# ---- design 1 ----
design_1/wires.png
The bar under the picture is 20 um long. Only two layers are drawn.
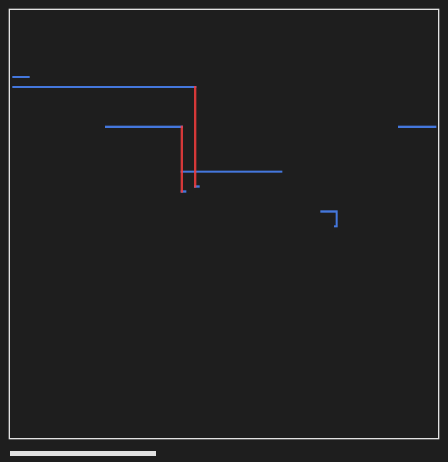

## config.mk

```make
export PLATFORM = sky130hd
export DESIGN_NAME = quad_debounce
export DESIGN_NICKNAME = d
export VERILOG_FILES = /design/src/rtl/quad_debounce.sv
export SDC_FILE = /design/constraint.sdc
export NUM_CORES = 1
export LEC_CHECK = 0
export ABC_AREA = 1
export CORE_MARGIN = 2
export CORE_UTILIZATION = 40
export DETAILED_ROUTE_END_ITERATION = 8
export GPL_TIMING_DRIVEN = 1
export PLACE_DENSITY = 0.56
export SETUP_SLACK_MARGIN = 0.05
export SKIP_LAST_GASP = 1
export SLEW_MARGIN = 25
export SYNTH_ARGS = -nofsm -noshare
export SYNTH_HDL_FRONTEND = slang
export SYNTH_SLANG_ARGS = --single-unit
```

## constraint.sdc

```tcl
create_clock -name clk -period 1.5 [get_ports clk]
set_input_delay 0.225 -clock clk [delete_from_list [all_inputs] [get_ports clk]]
set_output_delay 0.225 -clock clk [all_outputs]
set_load 0.005 [all_outputs]
```

## src/rtl/quad_debounce.sv

```systemverilog
// Input conditioner for a rotary quadrature encoder: synchronises the raw A/B contacts,
// then accepts a new level per channel only after it has held for STABLE_COUNT cycles.
module quad_debounce #(
    parameter int SYNC_STAGES  = 2,
    parameter int STABLE_COUNT = 200,
    parameter int CNT_WIDTH    = 8
) (
    input  logic clk,
    input  logic reset,
    input  logic a_raw,
    input  logic b_raw,
    output logic a,
    output logic b,
    output logic a_edge,
    output logic b_edge,
    output logic quad_err
);

    localparam logic [CNT_WIDTH-1:0] CNT_LAST = CNT_WIDTH'(STABLE_COUNT - 1);

    logic [SYNC_STAGES-1:0] a_sync;
    logic [SYNC_STAGES-1:0] b_sync;
    logic                   a_s;
    logic                   b_s;
    logic [CNT_WIDTH-1:0]   a_cnt;
    logic [CNT_WIDTH-1:0]   b_cnt;
    logic                   a_accept;
    logic                   b_accept;

    assign a_s = a_sync[SYNC_STAGES-1];
    assign b_s = b_sync[SYNC_STAGES-1];

    // A differing level is accepted on the STABLE_COUNT-th consecutive differing sample.
    assign a_accept = (a_s != a) && (a_cnt == CNT_LAST);
    assign b_accept = (b_s != b) && (b_cnt == CNT_LAST);

    always_ff @(posedge clk or posedge reset) begin
        if (reset) begin
            a_sync <= '0;
            b_sync <= '0;
        end else begin
            a_sync <= {a_sync[SYNC_STAGES-2:0], a_raw};
            b_sync <= {b_sync[SYNC_STAGES-2:0], b_raw};
        end
    end

    always_ff @(posedge clk or posedge reset) begin
        if (reset) begin
            a_cnt <= '0;
            a     <= 1'b0;
        end else if (a_s == a) begin
            a_cnt <= '0;
        end else if (a_accept) begin
            a     <= a_s;
            a_cnt <= '0;
        end else begin
            a_cnt <= a_cnt + 1'b1;
        end
    end

    always_ff @(posedge clk or posedge reset) begin
        if (reset) begin
            b_cnt <= '0;
            b     <= 1'b0;
        end else if (b_s == b) begin
            b_cnt <= '0;
        end else if (b_accept) begin
            b     <= b_s;
            b_cnt <= '0;
        end else begin
            b_cnt <= b_cnt + 1'b1;
        end
    end

    // Both channels accepting together is an illegal Gray step; it is flagged, not blocked.
    always_ff @(posedge clk or posedge reset) begin
        if (reset) begin
            a_edge   <= 1'b0;
            b_edge   <= 1'b0;
            quad_err <= 1'b0;
        end else begin
            a_edge   <= a_accept;
            b_edge   <= b_accept;
            quad_err <= a_accept & b_accept;
        end
    end

endmodule

```

# ---- design 2 ----
<file path="config.mk">
export PLATFORM = sky130hd
export DESIGN_NAME = div_wb_merge
export DESIGN_NICKNAME = d
export VERILOG_FILES = /design/src/rtl/div_wb_merge_pkg.sv /design/src/rtl/div_wb_fifo.sv /design/src/rtl/div_wb_merge.sv
export SDC_FILE = /design/constraint.sdc
export NUM_CORES = 1
export LEC_CHECK = 0
export CAP_MARGIN = 20
export CORE_MARGIN = 2
export CORE_UTILIZATION = 55
export CTS_BUF_LIST = sky130_fd_sc_hd__clkbuf_4 sky130_fd_sc_hd__clkbuf_8
export DETAILED_ROUTE_END_ITERATION = 8
export PLACE_DENSITY = 0.84
export SLEW_MARGIN = 30
export SYNTH_ARGS = -nofsm -noshare
export SYNTH_HDL_FRONTEND = slang
export SYNTH_SLANG_ARGS = --single-unit
</file>
<file path="constraint.sdc">
create_clock -name clk -period 5.7 [get_ports clk]
set_input_delay 1.425 -clock clk [delete_from_list [all_inputs] [get_ports clk]]
set_output_delay 1.425 -clock clk [all_outputs]
set_load 0.01 [all_outputs]
</file>
<file path="src/rtl/div_wb_merge_pkg.sv">
// Shared types and helpers for the divider write-back merge unit.
// Holds the x0 address constant, the buffered-entry layout and the one-hot decode.
package div_wb_merge_pkg;

    localparam logic [4:0] REG_X0 = 5'd0;

    typedef struct packed {
        logic [4:0]  addr;
        logic [31:0] data;
    } wb_entry_t;

    // Which source drives the register-file write port this cycle.
    typedef enum logic [1:0] {
        SRC_NONE = 2'd0,
        SRC_MAIN = 2'd1,
        SRC_FIFO = 2'd2,
        SRC_DIV  = 2'd3
    } wb_src_e;

    function automatic logic [31:0] reg_onehot(input logic [4:0] addr);
        reg_onehot = 32'h1 << addr;
    endfunction

endpackage

</file>
<file path="src/rtl/div_wb_fifo.sv">
// Small FIFO buffering divider results until the register-file port is free.
// Also publishes the OR of one-hot destinations of every valid entry.
module div_wb_fifo
    import div_wb_merge_pkg::*;
#(
    parameter int DEPTH = 4,
    localparam int CW = $clog2(DEPTH) + 1,
    localparam int PW = $clog2(DEPTH)
) (
    input  logic            clk,
    input  logic            rst,
    input  logic            push,
    input  wb_entry_t       push_entry,
    input  logic            pop,
    output wb_entry_t       head,
    output logic [CW-1:0]   count,
    output logic            empty,
    output logic            full,
    output logic [31:0]     pending_mask
);

    wb_entry_t        mem [DEPTH];
    logic [DEPTH-1:0] valid;
    logic [PW-1:0]    rd_ptr;
    logic [PW-1:0]    wr_ptr;
    logic             do_push;
    logic             do_pop;

    assign empty   = (count == '0);
    assign full    = (count == CW'(DEPTH));
    assign do_push = push && !full;
    assign do_pop  = pop && !empty;
    assign head    = mem[rd_ptr];

    // Pointers wrap naturally because DEPTH is a power of two.
    always_ff @(posedge clk or posedge rst) begin
        if (rst) begin
            rd_ptr <= '0;
            wr_ptr <= '0;
            count  <= '0;
            valid  <= '0;
        end else begin
            if (do_pop) begin
                rd_ptr        <= rd_ptr + 1'b1;
                valid[rd_ptr] <= 1'b0;
            end
            if (do_push) begin
                wr_ptr        <= wr_ptr + 1'b1;
                valid[wr_ptr] <= 1'b1;
            end
            case ({do_push, do_pop})
                2'b10:   count <= count + 1'b1;
                2'b01:   count <= count - 1'b1;
                default: count <= count;
            endcase
        end
    end

    always_ff @(posedge clk) begin
        if (do_push) begin
            mem[wr_ptr] <= push_entry;
        end
    end

    always_comb begin
        pending_mask = '0;
        for (int i = 0; i < DEPTH; i++) begin
            if (valid[i]) begin
                pending_mask = pending_mask | reg_onehot(mem[i].addr);
            end
        end
        pending_mask[0] = 1'b0;
    end

endmodule

</file>
<file path="src/rtl/div_wb_merge.sv">
// Merges non-stallable divider results with the main MEM/WB stream onto one
// register-file write port and raises the ID stall for divider RAW/WAW hazards.
`ifndef DIV_WB_FIFO_DEPTH
`define DIV_WB_FIFO_DEPTH 4
`endif

module div_wb_merge
    import div_wb_merge_pkg::*;
#(
    parameter int DEPTH = `DIV_WB_FIFO_DEPTH
) (
    input  logic                   clk,
    input  logic                   rst,
    input  logic [4:0]             div_rd_addr,
    input  logic [31:0]            div_rd_data,
    input  logic [31:0]            div_rd_addr_flags,
    input  logic                   wb_we_i,
    input  logic [4:0]             wb_rd_addr_i,
    input  logic [31:0]            wb_rd_data_i,
    input  logic [4:0]             id_rs1_addr,
    input  logic [4:0]             id_rs2_addr,
    input  logic                   id_rs1_used,
    input  logic                   id_rs2_used,
    input  logic [4:0]             id_rd_addr,
    input  logic                   id_rd_we,
    output logic                   rf_we,
    output logic [4:0]             rf_waddr,
    output logic [31:0]            rf_wdata,
    output logic                   stall_o,
    output logic [$clog2(DEPTH):0] fifo_count,
    output logic                   ovf_o
);

    localparam int CW = $clog2(DEPTH) + 1;

    logic      main_act;
    logic      div_act;
    logic      need_push;
    logic      fifo_pop;
    logic      fifo_empty;
    logic      fifo_full;
    wb_entry_t fifo_head;
    wb_entry_t div_entry;
    wb_src_e   src;
    logic [31:0] pending_mask;
    logic [31:0] busy_mask;

    assign main_act  = wb_we_i && (wb_rd_addr_i != REG_X0);
    assign div_act   = (div_rd_addr != REG_X0);
    assign div_entry = '{addr: div_rd_addr, data: div_rd_data};

    always_comb begin
        src = SRC_NONE;
        if (rst) begin
            src = SRC_NONE;
        end else if (main_act) begin
            src = SRC_MAIN;
        end else if (!fifo_empty) begin
            src = SRC_FIFO;
        end else if (div_act) begin
            src = SRC_DIV;
        end
    end

    // Any divider arrival that was not written straight through must be buffered.
    assign need_push = !rst && div_act && (src != SRC_DIV);
    assign fifo_pop  = (src == SRC_FIFO);

    always_comb begin
        rf_we    = 1'b0;
        rf_waddr = REG_X0;
        rf_wdata = '0;
        case (src)
            SRC_MAIN: begin
                rf_we    = 1'b1;
                rf_waddr = wb_rd_addr_i;
                rf_wdata = wb_rd_data_i;
            end
            SRC_FIFO: begin
                rf_we    = 1'b1;
                rf_waddr = fifo_head.addr;
                rf_wdata = fifo_head.data;
            end
            SRC_DIV: begin
                rf_we    = 1'b1;
                rf_waddr = div_rd_addr;
                rf_wdata = div_rd_data;
            end
            default: begin
                rf_we    = 1'b0;
                rf_waddr = REG_X0;
                rf_wdata = '0;
            end
        endcase
    end

    div_wb_fifo #(
        .DEPTH(DEPTH)
    ) u_fifo (
        .clk          (clk),
        .rst          (rst),
        .push         (need_push),
        .push_entry   (div_entry),
        .pop          (fifo_pop),
        .head         (fifo_head),
        .count        (fifo_count),
        .empty        (fifo_empty),
        .full         (fifo_full),
        .pending_mask (pending_mask)
    );

    assign busy_mask = (div_rd_addr_flags | pending_mask) & ~32'h1;

    // Almost-full term keeps the divider from issuing into a buffer it cannot drain.
    always_comb begin
        stall_o = 1'b0;
        if (!rst) begin
            stall_o = (id_rs1_used && busy_mask[id_rs1_addr])
                   || (id_rs2_used && busy_mask[id_rs2_addr])
                   || (id_rd_we    && busy_mask[id_rd_addr])
                   || (fifo_count >= CW'(DEPTH - 1));
        end
    end

    always_ff @(posedge clk or posedge rst) begin
        if (rst) begin
            ovf_o <= 1'b0;
        end else if (need_push && fifo_full) begin
            ovf_o <= 1'b1;
        end
    end

endmodule

</file>
design_2/flops_by_reg.png
The bar under the picture is 50 um long. Other sequential cells in the stronger gray, the rest of the logic in the fainter gray.
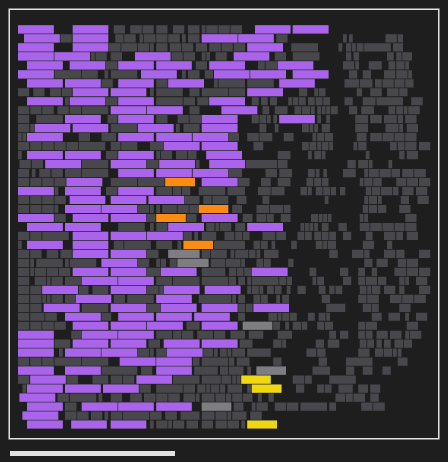
[`u_fifo.mem`] purple | flops: 148
[`u_fifo.valid`] orange | flops: 4 | where: middle
[`u_fifo.count`] yellow | flops: 3
not colored: 5

==> Slide: Implementation Results, design 2 <==
Synthesis and Place & Route Summary

Status
  • Status: complete, no violations

Setup path
  • Worst-path cell chain: clkdlybuf4s50_1 > or4_1 > nor2_2 > nor2_1 > and3_2 > buf_4 > a222oi_1 > inv_1 > clkdlybuf4s50_1
  • Crit path from: div_rd_addr[1]
  • R2R cell count: 9
  • CP Max Fanout: 13
  • WP depth: 9
  • Worst Setup Start Kind: input port
  • R2R setup slack: 3.35 ns
  • Worst Setup End Kind: output pin

Logic synthesis
  • Cell type with the largest total area: edfxtp_1
  • Cells in synth_stat.txt: 662
  • Yosys adder share: 0.01528
  • Syn Std Cell Area: 0.008682 mm2
  • Dominant comb cell: simple AND/OR/NAND/NOR gates

Route
  • Via Count: 7429
  • Met1 WL: 10.64 mm
  • Avg Vias per Cell: 6.847
  • Met3 WL: 3.048 mm

Global route
  • Initial antenna violation count: 2
  • Grt met3 use: 0.07391

Pwr
  • Sequential Power Share: 0.428
  • Comb group: 1.56 mW
  • Clock network power: 830 uW
  • Lkg Pwr: 4.082 nW

Floorplan
  • Top-level I/O count: 170

Place
  • Cell Area, Placed: 0.01091 mm2
  • Setup WS pre-CTS: -0.1635 ns

Final timing
  • Min Tclk post-route: 5.675 ns
  • Fmax: 0.1762 GHz

Layout
  • Commonest Layout Cell: clkdlybuf4s50_1
  • Final nets: 996

Clock tree
  • Longest Clk Path Bufs: 2
[design 2: area by class of cell]
class,instances,area [um2]
Sequential cell,160,4747
Fill cell,928,3956
Multi-Input combinational cell,404,3615
Timing Repair Buffer,222,2141
Tap cell,211,264.0
Clock buffer,17,234.0
Inverter,54,203.9
Clock inverter,14,146.4
Antenna cell,3,7.507
[design 2: flip-flops by register name, summed over array words and instances, names as in the netlist]
register	flops
ovf_o	1
u_fifo.count	3
u_fifo.mem	148
u_fifo.rd_ptr	2
u_fifo.valid	4
u_fifo.wr_ptr	2
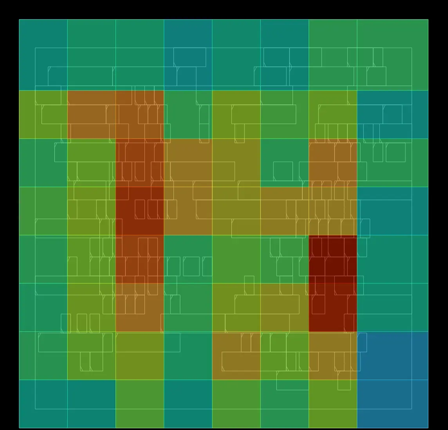
design_1/congestion.png
met2 Track Usage GR: 0.2616
met1 usage: 0.1544
Most Crowded Layer GR: met2
Final Core Density: 0.4953
Total Routing Usage GR: 0.1439

Notes on design_1/wires.png above:
[metal 4] red | wire length: 22.4 um
[metal 3] blue | wire length: 60.6 um

==> Slide: Implementation Results, design 1 <==
Synthesis and Place & Route Summary

Logic synthesis
  • Library cells used by synthesis: 16
  • Part of the Yosys area used for sequential elements: 0.5274
  • Syn_nets: 154

Place
  • Post-DP HPWL: 1.493 mm
  • Cells after DPL: 187

Setup path
  • R2R setup slack: 0.26 ns
  • FF-to-FF End: b_cnt[2]
  • Crit path DAT: 1.50 ns

Route
  • ANT nets after route: 0
  • Pre-antenna DRT Iters: 4
  • Avg Vias per Cell: 4.711

Layout
  • Logic share of the area: 0.3442
  • Flip-flop and latch share of the layout cell area: 0.4541

Pwr
  • Comb pwr share: 0.056
  • PD cells: 783.2 mW/mm2

Status
  • Status: complete, no violations

Job
  • Max_cap viols: 0
design 1: logic make-up after synthesis:
family	after synthesis	synth area share
AND-OR/OR-AND	7	0.03164
buffers and inverters	23	0.07278
adder cells (fa/ha/maj)	3	0.03165
XOR/XNOR	2	0.01477
flip-flops	25	0.5274
AND/OR/NAND/NOR	87	0.3217
design 1: layer usage:
| layer | vias up | track usage | routed length, um |
|---|---|---|---|
| met3 | 5 | 0.04615 | 60 |
| met1 | 420 | 0.1544 | 843 |
| met2 | 8 | 0.2616 | 1018 |
| met5 | - | 0 | 0 |
| met4 | 0 | 0.05316 | 22 |
| li1 | 481 | - | - |

# ---- design 3 ----
**config.mk**
```make
export PLATFORM = sky130hd
export DESIGN_NAME = ssd_scan_driver_flat
export DESIGN_NICKNAME = d
export VERILOG_FILES = /design/src/rtl/ssd_scan_driver_if.sv /design/src/rtl/ssd_scan_driver.sv /design/src/flat_wrapper.sv
export SDC_FILE = /design/constraint.sdc
export NUM_CORES = 1
export LEC_CHECK = 0
export CORE_ASPECT_RATIO = 1.1
export CORE_MARGIN = 5
export CORE_UTILIZATION = 40
export DETAILED_ROUTE_END_ITERATION = 6
export PLACE_DENSITY = 0.61
export SLEW_MARGIN = 25
export SYNTH_ARGS = -nofsm -noshare
export SYNTH_HDL_FRONTEND = slang
export SYNTH_SLANG_ARGS = --single-unit
```
**constraint.sdc**
```tcl
create_clock -name clk -period 3.4 [get_ports clk]
set_clock_uncertainty 0.15 [all_clocks]
set_input_delay 0.51 -clock clk [delete_from_list [all_inputs] [get_ports clk]]
set_output_delay 0.51 -clock clk [all_outputs]
set_load 0.01 [all_outputs]
```
**src/rtl/ssd_scan_driver_if.sv**
```systemverilog
// Purpose : bundle of the display-driver bus: capture side (value/dp_in/load/blank_lz) and pad side.
// Latency : n/a (signal bundle only).
// Backpressure: none; load is a plain capture strobe with no ready.
// Ports (master = controller driving the display, slave = ssd_scan_driver):
//   value[15:0] four hex nibbles, dp_in[3:0] decimal points (1 = lit), load capture strobe,
//   blank_lz leading-zero blanking enable, an[3:0]/seg[6:0]/dp active-low pads, frame_tick scan wrap pulse.
interface ssd_scan_driver_if;
    logic [15:0] value;
    logic [3:0]  dp_in;
    logic        load;
    logic        blank_lz;
    logic [3:0]  an;
    logic [6:0]  seg;
    logic        dp;
    logic        frame_tick;

    modport master (
        output value, dp_in, load, blank_lz,
        input  an, seg, dp, frame_tick
    );

    modport slave (
        input  value, dp_in, load, blank_lz,
        output an, seg, dp, frame_tick
    );
endinterface

```
**src/rtl/ssd_scan_driver.sv**
```systemverilog
// Purpose : time-multiplexed 4-digit 7-segment scan driver with ghosting guard and leading-zero blanking.
// Latency : load/blank_lz take effect on the pads the cycle after the capturing edge; pads decode registers only.
// Backpressure: none; load is accepted on every edge it is high and never disturbs the scan timing.
// Ports: clk (rising edge), rst_n (async active-low), bus (ssd_scan_driver_if.slave):
//   value/dp_in/load/blank_lz in, an[3:0] seg[6:0] dp (all active-low) and frame_tick out.
module ssd_scan_driver #(
    parameter int DIV   = 100000,
    parameter int BLANK = 1000
) (
    input  logic              clk,
    input  logic              rst_n,
    ssd_scan_driver_if.slave  bus
);

    localparam int            PW   = (DIV > 2) ? $clog2(DIV) : 1;
    localparam logic [PW-1:0] LAST = PW'(DIV - 1);

    logic [PW-1:0] prescaler;
    logic [1:0]    digit_idx;
    logic [15:0]   disp_reg;
    logic [3:0]    dp_reg;
    // blank_lz is sampled each cycle so the pads never see a combinational path from it.
    logic          lz_reg;

    logic          slot_end;
    logic          in_blank;
    logic [3:0]    nib;
    logic [3:0]    lz_mask;

    logic [3:0]    an_c;
    logic [6:0]    seg_c;
    logic          dp_c;
    logic          ft_c;

    function automatic logic [6:0] hex_seg(input logic [3:0] n);
        logic [6:0] s;
        case (n)
            4'h0: s = 7'b1000000;
            4'h1: s = 7'b1111001;
            4'h2: s = 7'b0100100;
            4'h3: s = 7'b0110000;
            4'h4: s = 7'b0011001;
            4'h5: s = 7'b0010010;
            4'h6: s = 7'b0000010;
            4'h7: s = 7'b1111000;
            4'h8: s = 7'b0000000;
            4'h9: s = 7'b0010000;
            4'hA: s = 7'b0001000;
            4'hB: s = 7'b0000011;
            4'hC: s = 7'b1000110;
            4'hD: s = 7'b0100001;
            4'hE: s = 7'b0000110;
            default: s = 7'b0001110;
        endcase
        return s;
    endfunction

    assign slot_end = (prescaler == LAST);

    // Scan counters and display registers.
    always_ff @(posedge clk or negedge rst_n) begin
        if (!rst_n) begin
            prescaler <= '0;
            digit_idx <= 2'd0;
            disp_reg  <= 16'h0000;
            dp_reg    <= 4'h0;
            lz_reg    <= 1'b0;
        end else begin
            if (slot_end) begin
                prescaler <= '0;
                digit_idx <= digit_idx + 2'd1;
            end else begin
                prescaler <= prescaler + PW'(1);
            end
            if (bus.load) begin
                disp_reg <= bus.value;
                dp_reg   <= bus.dp_in;
            end
            lz_reg <= bus.blank_lz;
        end
    end

    // A zero-length guard window must not build a compare that is always false.
    generate
        if (BLANK == 0) begin : g_no_guard
            assign in_blank = 1'b0;
        end else begin : g_guard
            localparam logic [PW-1:0] BL = PW'(BLANK);
            assign in_blank = (prescaler < BL);
        end
    endgenerate

    assign nib = disp_reg[{digit_idx, 2'b00} +: 4];

    // Blanking chains downward from the top digit: digit k goes dark only if every
    // nibble from k up to 3 is zero. Digit 0 always shows something.
    assign lz_mask[3] = lz_reg && (disp_reg[15:12] == 4'h0);
    assign lz_mask[2] = lz_mask[3] && (disp_reg[11:8] == 4'h0);
    assign lz_mask[1] = lz_mask[2] && (disp_reg[7:4] == 4'h0);
    assign lz_mask[0] = 1'b0;

    // Pad decode. rst_n gates the pads directly so they are dark during reset
    // even when there is no guard window.
    always_comb begin
        an_c  = 4'hF;
        seg_c = 7'h7F;
        dp_c  = 1'b1;
        ft_c  = 1'b0;
        if (rst_n) begin
            ft_c = slot_end && (digit_idx == 2'd3);
            if (!in_blank) begin
                an_c  = ~(4'b0001 << digit_idx);
                dp_c  = ~dp_reg[digit_idx];
                seg_c = lz_mask[digit_idx] ? 7'h7F : hex_seg(nib);
            end
        end
    end

    assign bus.an         = an_c;
    assign bus.seg        = seg_c;
    assign bus.dp         = dp_c;
    assign bus.frame_tick = ft_c;

endmodule

```
**src/flat_wrapper.sv**
```systemverilog
// flat-port wrapper written by rule: the top's interface ports become plain ports
module ssd_scan_driver_flat 
#(
    parameter int DIV   = 100000,
    parameter int BLANK = 1000
)
  (clk, rst_n, bus_value, bus_dp_in, bus_load, bus_blank_lz, bus_an, bus_seg, bus_dp, bus_frame_tick);
  ssd_scan_driver_if bus_i ();
  input  logic clk;
  input  logic rst_n;
  input wire logic [$bits(bus_i.value)-1:0] bus_value;
  input wire logic [$bits(bus_i.dp_in)-1:0] bus_dp_in;
  input wire logic [$bits(bus_i.load)-1:0] bus_load;
  input wire logic [$bits(bus_i.blank_lz)-1:0] bus_blank_lz;
  output wire logic [$bits(bus_i.an)-1:0] bus_an;
  output wire logic [$bits(bus_i.seg)-1:0] bus_seg;
  output wire logic [$bits(bus_i.dp)-1:0] bus_dp;
  output wire logic [$bits(bus_i.frame_tick)-1:0] bus_frame_tick;
  assign bus_i.value = bus_value;
  assign bus_i.dp_in = bus_dp_in;
  assign bus_i.load = bus_load;
  assign bus_i.blank_lz = bus_blank_lz;
  assign bus_an = bus_i.an;
  assign bus_seg = bus_i.seg;
  assign bus_dp = bus_i.dp;
  assign bus_frame_tick = bus_i.frame_tick;
  ssd_scan_driver #(.DIV(DIV), .BLANK(BLANK)) u_core (.clk(clk), .rst_n(rst_n), .bus(bus_i));
endmodule
```
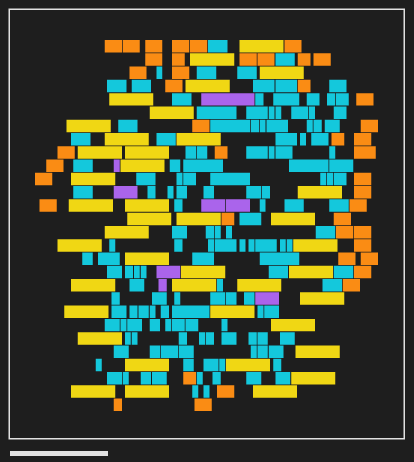
design_3/placement_by_type.png
The bar under the picture is 20 um long.
[combinational and other logic] cyan | cells: 146 | share of their area: 43%
[other buffers and delay cells] orange | cells: 43 | share of their area: 15%
[flops] yellow | cells: 40 | share of their area: 37%
[clock drivers and dummy loads] purple | cells: 8 | share of their area: 4.0%

==> Slide: Implementation Results <==
Synthesis and Place & Route Summary

Setup path
  • CP Max Fanout: 8
  • R2R cell count: 6
  • CP Capture Point: bus_seg[0]
  • R2r startpoint: u_core.prescaler[0]
  • CP delay by family, top: buffers and inverters

Global route
  • Initial antenna violation count: 0
  • Vias in the first global route: 1556
  • Largest net degree at the start of global routing: 44

Route
  • ANT nets after route: 0
  • DR WL/cell: 14.45 um
  • Via Count: 1546
  • Initial DRC count: 41

Floorplan
  • Die X-Extent: 80.61 um
  • Die Ht: 87.67 um
  • Fp util: 0.4092
  • Top-level I/O count: 37
  • # Taps: 75

Pwr
  • Sw Pwr: 239.0 uW
  • Clock power frac: 0.366
  • Sequential Power Share: 0.502
  • Net switching fraction of the power: 0.2306
  • Lkg Pwr: 1.118 nW

Status
  • Status: complete, no violations

Layout
  • Largest register FFs: 17
  • Non-clk invs: 8
  • Flip-flop and latch share of the layout cell area: 0.3608
  • Buffer share of cell area: 0.1479
  • Final Core Density: 0.5175
  • Non-clk bufs: 43
  • Comb gates: 138

Final timing
  • Hold WS: 0.1614 ns
  • Final Max Tran Viols: 0
  • Final Setup Violations: 0
  • Setup tns final: 0 ns

Logic synthesis
  • Count of library flops with an enable pin: 0
  • Cells in synth_stat.txt: 193
  • #FFs+latches synth: 40
  • Yosys top cell by instances: dfrtp_1

Job
  • Max_cap viols: 0
  • OpenROAD warning count: 34

Place
  • Post-DP HPWL: 3.253 mm

Clock tree
  • TritonCTS Sinks: 40
layer usage:
layer	share of wire	vias up	track usage
met5	0	-	0
met4	0.0093	0	0.04147
met3	0.047	4	0.03086
met2	0.46	31	0.2131
met1	0.49	741	0.1909
li1	-	770	-
timing repair:
action	4_1_cts	5_1_grt
setup buffers	0	3
endpoints found under the setup margin	0	4
resized	0	4
worst reg2reg max path, cell delays in order (launching register included):
cell	delay [ns]
dfrtp_1	0.39
ha_1	0.22
and4_1	0.30
nor3b_1	0.53
nand4_1	0.19
xor2_1	0.16
nor2_1	0.06


==> gallery <==
Selected gate families.
Plate I
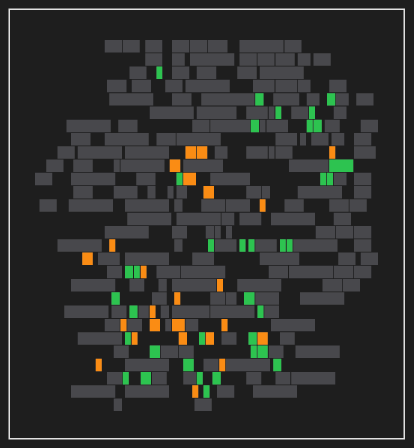
Plate II
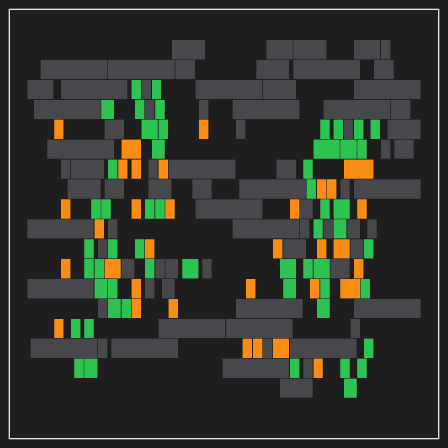
Plate III
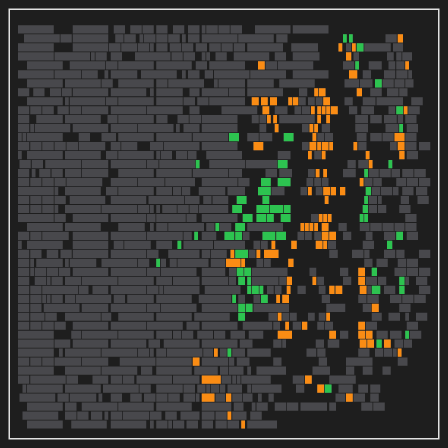
- design 3 = Plate I
- design 2 = Plate III
- design 1 = Plate II

Key to Plate II:
[NAND gates] green | cells: 54 | most used: nand2_1
[NOR gates] orange | cells: 33 | most used: nor2_1

No activity file was given, so power comes from the tool's default toggle rates.
